==================== seq_mult_param
**config.mk**
```make
export PLATFORM = sky130hd
export DESIGN_NAME = seq_mult_param
export DESIGN_NICKNAME = d
export VERILOG_FILES = /design/src/rtl/seq_mult_param_pkg.sv /design/src/rtl/mult_sign_fix.sv /design/src/rtl/seq_mult_param.sv
export SDC_FILE = /design/constraint.sdc
export NUM_CORES = 1
export LEC_CHECK = 0
export CAP_MARGIN = 10
export CORE_ASPECT_RATIO = 0.75
export CORE_UTILIZATION = 55
export DETAILED_ROUTE_END_ITERATION = 7
export PLACE_DENSITY = 0.8
export SETUP_SLACK_MARGIN = 0.5
export SLEW_MARGIN = 25
export SYNTH_ARGS = -nofsm -noshare
export SYNTH_HDL_FRONTEND = slang
export SYNTH_SLANG_ARGS = --single-unit
export TNS_END_PERCENT = 30
```
**constraint.sdc**
```tcl
create_clock -name clk -period 3.45 [get_ports clk]
set_input_delay 0.345 -clock clk [delete_from_list [all_inputs] [get_ports clk]]
set_output_delay 0.345 -clock clk [all_outputs]
set_load 0.01 [all_outputs]
```
**src/rtl/seq_mult_param_pkg.sv**
```systemverilog
// Shared types and sizing helpers for the sequential multiplier.
// Holds the FSM encoding, the default operand width and the counter width.
package seq_mult_param_pkg;

   localparam int DEFAULT_WIDTH = 8;

   typedef enum logic [1:0] {
      S_IDLE,
      S_RUN,
      S_DONE
   } state_t;

   function automatic int cnt_width(input int width);
      return $clog2(width + 1);
   endfunction

endpackage

```
**src/rtl/mult_sign_fix.sv**
```systemverilog
// Sign handling around the unsigned shift/add core.
// Produces operand magnitudes, the result sign and the sign-corrected product.
module mult_sign_fix #(
   parameter int WIDTH = 8
) (
   input  logic [WIDTH-1:0]   op_a,
   input  logic [WIDTH-1:0]   op_b,
   input  logic               signed_mode,
   input  logic               neg_in,
   input  logic [2*WIDTH-1:0] raw,
   output logic [WIDTH-1:0]   mag_a,
   output logic [WIDTH-1:0]   mag_b,
   output logic               neg_res,
   output logic [2*WIDTH-1:0] fixed
);

   logic a_neg;
   logic b_neg;

   // Magnitudes stay WIDTH-bit unsigned so the most-negative value maps cleanly.
   always_comb begin
      a_neg   = signed_mode & op_a[WIDTH-1];
      b_neg   = signed_mode & op_b[WIDTH-1];
      mag_a   = a_neg ? -op_a : op_a;
      mag_b   = b_neg ? -op_b : op_b;
      neg_res = a_neg ^ b_neg;
      fixed   = neg_in ? -raw : raw;
   end

endmodule

```
**src/rtl/seq_mult_param.sv**
```systemverilog
// Sequential shift/add multiplier, one multiplier bit per clock.
// IDLE/RUN/DONE control; signed operands handled via magnitudes and final negation.
module seq_mult_param
   import seq_mult_param_pkg::*;
#(
   parameter int WIDTH = DEFAULT_WIDTH
) (
   input  logic               clk,
   input  logic               rst,
   input  logic               start,
   input  logic               signed_mode,
   input  logic [WIDTH-1:0]   op_a,
   input  logic [WIDTH-1:0]   op_b,
   output logic               busy,
   output logic               done,
   output logic [2*WIDTH-1:0] product
);

   localparam int CW = cnt_width(WIDTH);

   state_t             state;
   state_t             state_nxt;
   logic [WIDTH-1:0]   mag_a_q;
   logic [2*WIDTH:0]   acc;
   logic [2*WIDTH:0]   acc_step;
   logic [WIDTH:0]     upper;
   logic [CW-1:0]      cnt;
   logic               neg_q;
   logic               accept;
   logic               last;
   logic [WIDTH-1:0]   mag_a;
   logic [WIDTH-1:0]   mag_b;
   logic               neg_res;
   logic [2*WIDTH-1:0] fixed;

   mult_sign_fix #(
      .WIDTH(WIDTH)
   ) u_sign_fix (
      .op_a       (op_a),
      .op_b       (op_b),
      .signed_mode(signed_mode),
      .neg_in     (neg_q),
      .raw        (acc_step[2*WIDTH-1:0]),
      .mag_a      (mag_a),
      .mag_b      (mag_b),
      .neg_res    (neg_res),
      .fixed      (fixed)
   );

   // One shift/add step: add multiplicand to the upper half on LSB=1, then shift.
   always_comb begin
      upper    = acc[2*WIDTH:WIDTH];
      if (acc[0]) begin
         upper = upper + {1'b0, mag_a_q};
      end
      acc_step = {1'b0, upper, acc[WIDTH-1:1]};
      accept   = start && (state != S_RUN);
      last     = (state == S_RUN) && (cnt == CW'(WIDTH - 1));
   end

   // State register.
   always_ff @(posedge clk or posedge rst) begin
      if (rst) begin
         state <= S_IDLE;
      end else begin
         state <= state_nxt;
      end
   end

   // Next-state and status outputs.
   always_comb begin
      state_nxt = state;
      busy      = 1'b0;
      done      = 1'b0;
      unique case (state)
         S_IDLE: begin
            if (start) state_nxt = S_RUN;
         end
         S_RUN: begin
            busy = 1'b1;
            if (last) state_nxt = S_DONE;
         end
         S_DONE: begin
            done      = 1'b1;
            state_nxt = start ? S_RUN : S_IDLE;
         end
         default: state_nxt = S_IDLE;
      endcase
   end

   // Datapath: latch operands on accept, iterate in RUN, write product on last step.
   always_ff @(posedge clk or posedge rst) begin
      if (rst) begin
         mag_a_q <= '0;
         acc     <= '0;
         cnt     <= '0;
         neg_q   <= 1'b0;
         product <= '0;
      end else if (accept) begin
         mag_a_q <= mag_a;
         acc     <= {{(WIDTH + 1){1'b0}}, mag_b};
         cnt     <= '0;
         neg_q   <= neg_res;
      end else if (state == S_RUN) begin
         acc <= acc_step;
         cnt <= cnt + CW'(1);
         if (last) begin
            product <= fixed;
         end
      end
   end

endmodule

```
seq_mult_param/congestion.png
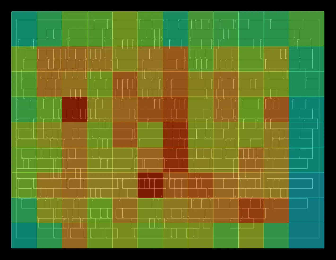
overall routing resource usage: 26.5%
Layout Utilization: 68.8%
mean routed wirelength per cell: 15.2 microns
Global Route met1 Usage: 39.6%

==> run notes <==
The number of buffers between clock root and the deepest sink is 2, and the number of DRC violations after detailed-routing iteration 0 is 222. In this build the clock could be raised as far as 0.374 GHz. Mapped cell area: 2880 sq um.

Post-synthesis, Yosys gives the total cell area as 2880 sq um. The beginning of the worst register-to-register path was acc[8]. With the placed wire-length estimate at 4940 microns, the cell area after layout is 3410 sq um. Per the OpenROAD floorplan log, the width of the die is 85.5 microns. The critical path endpoint has a required time of 3.65 ns. The net switching power in the latest report is 1.32 mW. After Yosys synthesis, and, or, nand and nor cells account for 20.2% of the synthesized area. The completed layout was analyzed and its total power is 2.99 mW. Source of the critical timing path: acc[8].

The tap cell count is 60, and the share of synthesized cell area in full adder, half adder and majority cells is 5.91%. The logic share of the area is 46.7%, and the sum of routed wire length over all layers is 6650 microns. For the area taken by flip-flops and latches, the log shows 1180 sq um.

The worst path in the final design needs a cycle of 2.67 ns, including I/O delays and setup. Across the whole layout, storage elements make up 34.5% of the cell area. The cell-mix breakdown from Yosys lists the compound-gate area share as 18.9%. The main area contributors are sky130_fd_sc_hd__dfrtp_1, sky130_fd_sc_hd__o21ai_0, sky130_fd_sc_hd__nand2_1.

The run finished with clean final reports. OpenROAD reports that the post-layout worst path occupies 77.5% of the period. Per the synthesis report, the number of distinct cell types is 44. The synthesized netlist handed to floorplanning was reported with a cell count of 340.

After synthesis, the largest family of logic cells by area is simple AND/OR/NAND/NOR gates. The timing report gives the worst reg2reg path a setup slack of 0.78 ns. The worst setup path is of the flop to flop kind.

Count of H-tree levels built during CTS: 2. For the combinational group, total power comes out at 1.58 mW. Layout buffer count excluding clock buffers: 42. The worst hold path belongs to the class primary input to async pin. Looking at the group totals, the largest power group turns out to be combinational cells.

The run gives 0 as the number of antenna violations at the first check in global routing. In this run the tightest slew margin relative to its limit is 47.1%. The largest driver fanout on the critical path came out at 4. The via count of the routed design is 2584. Area-dominant cell class after layout: multi-input combinational cells. In this run, placement finished with an instance count of 429.

The report puts the cell count of the worst reg-to-reg path at 9. Summing over the stages, the warning tally comes to 26.
==> state kept, by name, summed over array words and instances, names as in the netlist <==
signal   flops
state        2
neg_q        1
mag_a_q      8
product     16
cnt          4
acc         16
==> worst max-delay path, stage by stage (launching register included) <==
cell and delay [ns]:
sky130_fd_sc_hd__dfrtp_1 0.42, sky130_fd_sc_hd__ha_1 0.24, sky130_fd_sc_hd__fa_1 0.46, sky130_fd_sc_hd__nor4b_1 0.33, sky130_fd_sc_hd__nor2_1 0.12, sky130_fd_sc_hd__nor3_1 0.29, sky130_fd_sc_hd__nand4_2 0.18, sky130_fd_sc_hd__o31ai_2 0.31
sky130_fd_sc_hd__xnor2_1 0.15, sky130_fd_sc_hd__o21ai_1 0.07
==> per-layer routing <==
metal / share of wire [%] / track usage [%]
met5: 0 / 0
met4: 0.68 / 5.21
met3: 7.1 / 5.86
met2: 44 / 39.8
met1: 48 / 39.6
==> worst min-delay path by stage <==
stage	startpoint	endpoint	cells past startpoint
2_1_floorplan	cnt[3]	cnt[3]	1
3_3_place_gp	product[11]	product[11]	2
3_5_place_dp	product[4]	product[4]	2
4_1_cts	rst	product[11]	2
5_1_grt	rst	product[11]	2
6_report	rst	product[11]	2

==================== adder_pipe
`src/rtl/adder_pkg.sv`:
```
// Shared types and golden model for the pipelined add/subtract unit.
package adder_pkg;

  localparam int ADDER_WIDTH = 32;
  localparam int ADDER_TAG_W = 4;
  localparam int ADDER_MSB   = ADDER_WIDTH - 1;

  typedef enum logic {
    OP_ADD = 1'b0,
    OP_SUB = 1'b1
  } adder_op_e;

  typedef struct packed {
    logic [ADDER_WIDTH-1:0] result;
    logic                   carry;
    logic                   overflow;
    logic                   zero;
    logic [ADDER_TAG_W-1:0] tag;
  } adder_result_s;

  // Golden result from plain arithmetic; SUB carry means "no borrow" (a >= b unsigned).
  function automatic adder_result_s ref_add(input logic [ADDER_WIDTH-1:0] a,
                                            input logic [ADDER_WIDTH-1:0] b,
                                            input adder_op_e              op);
    adder_result_s        r;
    logic [ADDER_WIDTH:0] wide;
    r    = '0;
    wide = '0;
    if (op == OP_ADD) begin
      wide       = {1'b0, a} + {1'b0, b};
      r.result   = wide[ADDER_WIDTH-1:0];
      r.carry    = wide[ADDER_WIDTH];
      r.overflow = (a[ADDER_MSB] == b[ADDER_MSB]) && (r.result[ADDER_MSB] != a[ADDER_MSB]);
    end else begin
      r.result   = a - b;
      r.carry    = (a >= b);
      r.overflow = (a[ADDER_MSB] != b[ADDER_MSB]) && (r.result[ADDER_MSB] != a[ADDER_MSB]);
    end
    r.zero = (r.result == '0);
    return r;
  endfunction

endpackage

```
`src/rtl/adder_seg_stage.sv`:
```
// One pipeline stage: resolves a single carry-chain segment and holds it behind
// a valid/ready register with bubble collapsing.
module adder_seg_stage
  import adder_pkg::*;
#(
  parameter int WIDTH   = 32,
  parameter int TAG_W   = 4,
  parameter int SEG_W   = 8,
  parameter int SEG_IDX = 0
) (
  input  logic             clk,
  input  logic             rst,
  input  logic             up_valid,
  output logic             up_ready,
  input  logic [WIDTH-1:0] a,
  input  logic [WIDTH-1:0] b,
  input  logic [WIDTH-1:0] sum,
  input  logic             carry,
  input  adder_op_e        op,
  input  logic [TAG_W-1:0] tag,
  output logic             dn_valid,
  input  logic             dn_ready,
  output logic [WIDTH-1:0] a_q,
  output logic [WIDTH-1:0] b_q,
  output logic [WIDTH-1:0] sum_q,
  output logic             carry_q,
  output adder_op_e        op_q,
  output logic [TAG_W-1:0] tag_q
);

  localparam int LO = SEG_IDX * SEG_W;

  logic [SEG_W:0]   seg_sum;
  logic [WIDTH-1:0] sum_next;
  logic             load;

  assign up_ready = ~dn_valid | dn_ready;
  assign load     = up_valid & up_ready;
  assign seg_sum  = {1'b0, a[LO +: SEG_W]} + {1'b0, b[LO +: SEG_W]} + {{SEG_W{1'b0}}, carry};

  always_comb begin
    sum_next                = sum;
    sum_next[LO +: SEG_W]   = seg_sum[SEG_W-1:0];
  end

  always_ff @(posedge clk or posedge rst) begin
    if (rst) begin
      dn_valid <= 1'b0;
    end else if (up_ready) begin
      dn_valid <= up_valid;
    end
  end

  // Data only moves on a real transfer so a stalled result stays put.
  always_ff @(posedge clk or posedge rst) begin
    if (rst) begin
      a_q     <= '0;
      b_q     <= '0;
      sum_q   <= '0;
      carry_q <= 1'b0;
      op_q    <= OP_ADD;
      tag_q   <= '0;
    end else if (load) begin
      a_q     <= a;
      b_q     <= b;
      sum_q   <= sum_next;
      carry_q <= seg_sum[SEG_W];
      op_q    <= op;
      tag_q   <= tag;
    end
  end

endmodule

```
`src/rtl/adder_pipe.sv`:
```
// Pipelined integer add/subtract unit: carry chain split into STAGES segments,
// valid/ready on both sides, flags derived from the last stage.
module adder_pipe
  import adder_pkg::*;
#(
  parameter int WIDTH  = 32,
  parameter int STAGES = 4,
  parameter int TAG_W  = 4
) (
  input  logic             clk,
  input  logic             rst,
  input  logic             in_valid,
  output logic             in_ready,
  input  logic [WIDTH-1:0] in_a,
  input  logic [WIDTH-1:0] in_b,
  input  adder_op_e        in_op,
  input  logic [TAG_W-1:0] in_tag,
  output logic             out_valid,
  input  logic             out_ready,
  output logic [WIDTH-1:0] out_result,
  output logic             out_carry,
  output logic             out_overflow,
  output logic             out_zero,
  output logic [TAG_W-1:0] out_tag
);

  localparam int SEG_W = WIDTH / STAGES;

  logic             v     [0:STAGES];
  logic             rdy   [0:STAGES];
  logic [WIDTH-1:0] a_s   [0:STAGES];
  logic [WIDTH-1:0] b_s   [0:STAGES];
  logic [WIDTH-1:0] sum_s [0:STAGES];
  logic             c_s   [0:STAGES];
  adder_op_e        op_s  [0:STAGES];
  logic [TAG_W-1:0] tag_s [0:STAGES];
  logic             unused_bits;

  // Subtraction enters the chain as A + ~B + 1, so later stages never see the op.
  assign v[0]     = in_valid;
  assign a_s[0]   = in_a;
  assign b_s[0]   = (in_op == OP_SUB) ? ~in_b : in_b;
  assign sum_s[0] = '0;
  assign c_s[0]   = (in_op == OP_SUB);
  assign op_s[0]  = in_op;
  assign tag_s[0] = in_tag;

  assign rdy[STAGES] = out_ready;
  assign in_ready    = rdy[0] & ~rst;

  for (genvar i = 0; i < STAGES; i++) begin : g_stage
    adder_seg_stage #(
      .WIDTH  (WIDTH),
      .TAG_W  (TAG_W),
      .SEG_W  (SEG_W),
      .SEG_IDX(i)
    ) u_stage (
      .clk     (clk),
      .rst     (rst),
      .up_valid(v[i]),
      .up_ready(rdy[i]),
      .a       (a_s[i]),
      .b       (b_s[i]),
      .sum     (sum_s[i]),
      .carry   (c_s[i]),
      .op      (op_s[i]),
      .tag     (tag_s[i]),
      .dn_valid(v[i+1]),
      .dn_ready(rdy[i+1]),
      .a_q     (a_s[i+1]),
      .b_q     (b_s[i+1]),
      .sum_q   (sum_s[i+1]),
      .carry_q (c_s[i+1]),
      .op_q    (op_s[i+1]),
      .tag_q   (tag_s[i+1])
    );
  end

  assign unused_bits = ^{a_s[STAGES][WIDTH-2:0], b_s[STAGES][WIDTH-2:0], op_s[STAGES]};

  // All outputs read zero whenever no result is present.
  always_comb begin
    out_valid    = v[STAGES];
    out_result   = '0;
    out_carry    = 1'b0;
    out_overflow = 1'b0;
    out_zero     = 1'b0;
    out_tag      = '0;
    if (v[STAGES]) begin
      out_result   = sum_s[STAGES];
      out_carry    = c_s[STAGES];
      out_overflow = (a_s[STAGES][WIDTH-1] == b_s[STAGES][WIDTH-1]) &&
                     (sum_s[STAGES][WIDTH-1] != a_s[STAGES][WIDTH-1]);
      out_zero     = ~|sum_s[STAGES];
      out_tag      = tag_s[STAGES];
    end
  end

endmodule

```
`config.mk`:
```
export PLATFORM = sky130hd
export DESIGN_NAME = adder_pipe
export DESIGN_NICKNAME = d
export VERILOG_FILES = /design/src/rtl/adder_pkg.sv /design/src/rtl/adder_seg_stage.sv /design/src/rtl/adder_pipe.sv
export SDC_FILE = /design/constraint.sdc
export NUM_CORES = 1
export LEC_CHECK = 0
export CAP_MARGIN = 30
export CORE_MARGIN = 3
export CORE_UTILIZATION = 40
export CTS_CLUSTER_DIAMETER = 80
export CTS_CLUSTER_SIZE = 16
export DETAILED_ROUTE_END_ITERATION = 8
export GPL_TIMING_DRIVEN = 0
export SYNTH_ARGS = -nofsm -noshare
export SYNTH_HDL_FRONTEND = slang
export SYNTH_HIERARCHICAL = 1
export SYNTH_SLANG_ARGS = --single-unit
```
`constraint.sdc`:
```
create_clock -name clk -period 3.6 [get_ports clk]
set_input_delay 1.08 -clock clk [delete_from_list [all_inputs] [get_ports clk]]
set_output_delay 1.08 -clock clk [all_outputs]
set_load 0.01 [all_outputs]
```
==> run notes <==
The logs give 0.293 ns for the worst setup margin and 0 for the number of remaining DRC errors. The worst hold path begins at g_stage[1].u_stage/sum_q[7]. The combinational power reported by the tool is 2.46 mW.

The run gives 202 for the total number of clock tree sinks. In this run the horizontal extent of the chip is 163 microns. The actual slew at the worst max-slew pin was 0.832 ns. The global routing's busiest layer is met1. The run finished with clean final reports. The script logs the mean routed wire length per placed instance as 13.7 microns. In the final layout, the registers with the most flip-flops are g_stage.u_stage/sum_q: 80 flops, g_stage.u_stage/a_q: 49 flops, g_stage.u_stage/b_q: 49 flops. The global-route congestion overflow total came out at 0.

The worst setup path is launched from a primary input. The tools report the area of the die as 26500 sq um. The end point of the worst hold path is g_stage[2].u_stage/sum_q[7]. Once the clock tree was built, the setup fixing pass inserted 3 buffers. The run gives 1114 for the synthesized instance count.

In this run, placement finished with an instance count of 1549. The run gives 113 for the number of port buffers. The largest cell class by area is sequential cells.

For reference, the clock transition at the flip-flops on the worst setup and hold paths is 0.07 ns. TritonCTS built the clock tree. The layout report lists the combined flip-flop and latch area as 5050 sq um.

The post-place instance area came out at 11400 sq um. Startpoint-to-endpoint class of the critical path: primary input to flop. Summing all non-filler instances in the final layout gives an area of 11900 sq um. With the placement row count at 56, the proportion of final cell area spent on non-clock buffers is 13.8%. The post-synthesis to final-layout area growth was 20.8%; the final critical-path required period was 3.31 ns.

In this run the power spent charging and discharging nets is 2.51 mW. Pin placement for this block handled 114 I/O pins. The number of global-route vias before repair came out at 7491. The group that draws the most power in this run is registers. For this run, global-route usage on met1 was measured as 26.6%. The number of antenna violations at the first check in global routing is 0.

The warning tally printed by Yosys for this design is 6. Along the worst hold path, the cell count comes to 2. The number of warnings reported in the stage logs is 26. The script computed a power per unit cell area of 629 nW/um^2. The floorplan-stage core utilization is 41.3%.
## per-layer routing
| metal | up-vias | wire length (microns) |
|---|---|---|
| met2 | 111 | 9110 |
| met3 | 21 | 749 |
| met1 | 3462 | 11400 |
| li1 | 3815 | - |
| met4 | 0 | 273 |
| met5 | - | 0 |
## worst max-delay path, cell delays in order
cell,delay (ns)
sky130_fd_sc_hd__clkdlybuf4s50_1,0.49
sky130_fd_sc_hd__buf_2,0.22
sky130_fd_sc_hd__xor2_1,0.11
sky130_fd_sc_hd__fa_1,0.47
sky130_fd_sc_hd__fa_1,0.44
sky130_fd_sc_hd__a21o_2,0.23
sky130_fd_sc_hd__a21o_1,0.23
sky130_fd_sc_hd__a311o_1,0.37
sky130_fd_sc_hd__nand3_1,0.07
## placed cells by master (no fill, tap or decap), drive strengths merged, types with 7 or more instances in the layout
cell,instances
and2,41
clkbuf,37
o21ai,25
dfrtp,202
buf,66
o211ai,8
xnor2,7
a21oi,16
nand2b,8
clkdlybuf4s50,111
xor2,37
ha,28
nand2,538
fa,8
a21o,14
nand3,15
nor2,7
inv,10
a31oi,7
adder_pipe/layer_met4.png
(3 px per micron) Supply wires on this layer in grey.
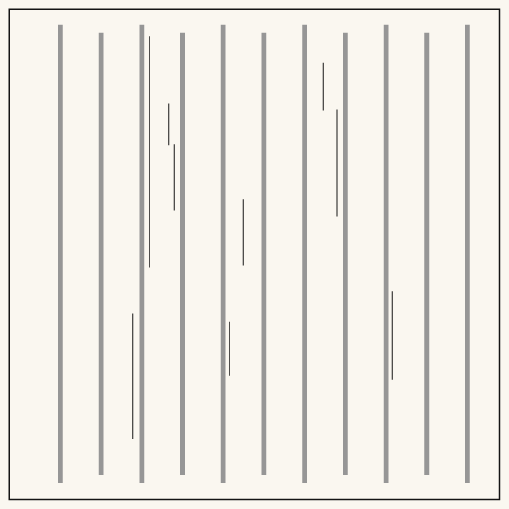
nets with wire on the layer: 5
main direction: vertical
longest straight run: 76.8 microns
overall via count from detail_route: 7409
overall routed net length: 21500 microns

adder_pipe/detail.png
Window x 66 to 96, y 34 to 64 microns. Cells in grey, sequential cells in the stronger grey; small squares are vias.
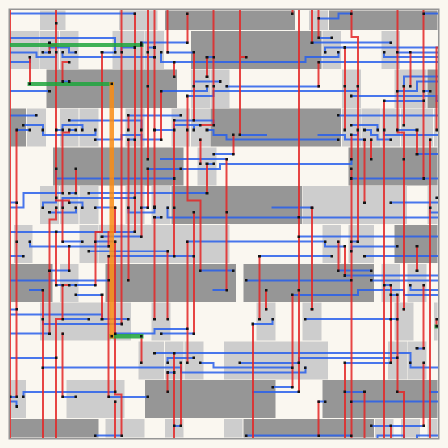
[blue] metal 1
[green] metal 3
[orange] metal 4
[red] metal 2
netlist names of flops here include: `g_stage.u_stage/sum_q` (13), `g_stage.u_stage/dn_valid` (1)
cells with their middle in the window: 74
most frequent: nand2_1 (40), dfrtp_1 (14), inv_2 (4)
sequential cells in the window: 14



==> notes/layouts.md <==
Pictures saved along the way, in no particular order.

Gate families picked out.
picture 1
(4 px per micron)
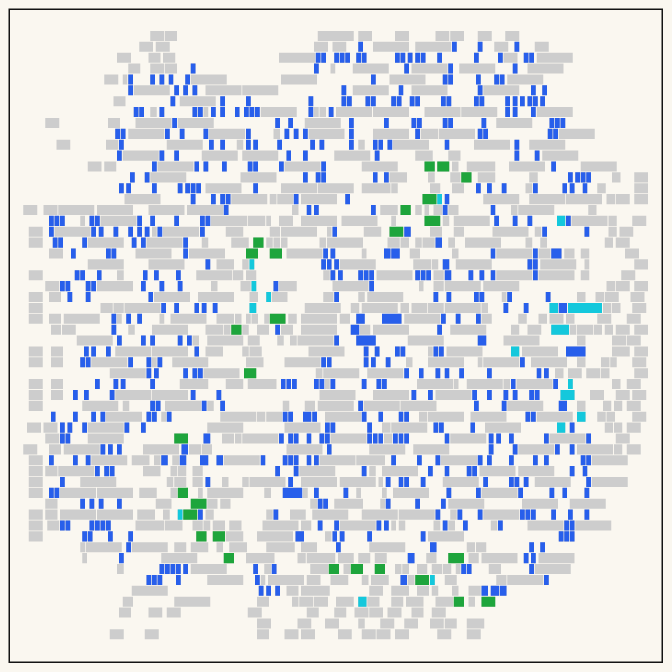
picture 2
(6 px per micron)
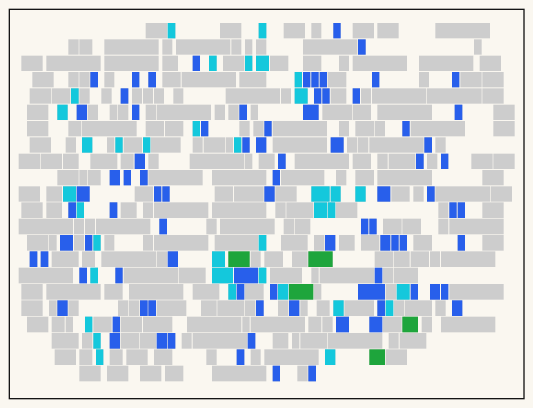
- most cells: picture 1
- largest die: picture 1
- picture 2 = seq_mult_param
- picture 1 = adder_pipe

Key to picture 2:
[green] AND-OR and OR-AND gates | cells: 5 | where: bottom centre
[cyan] NOR gates | cells: 36
[blue] NAND gates | cells: 85 | where: all over the die

Power figures rest on the tool's default switching activity, not on a simulated workload.
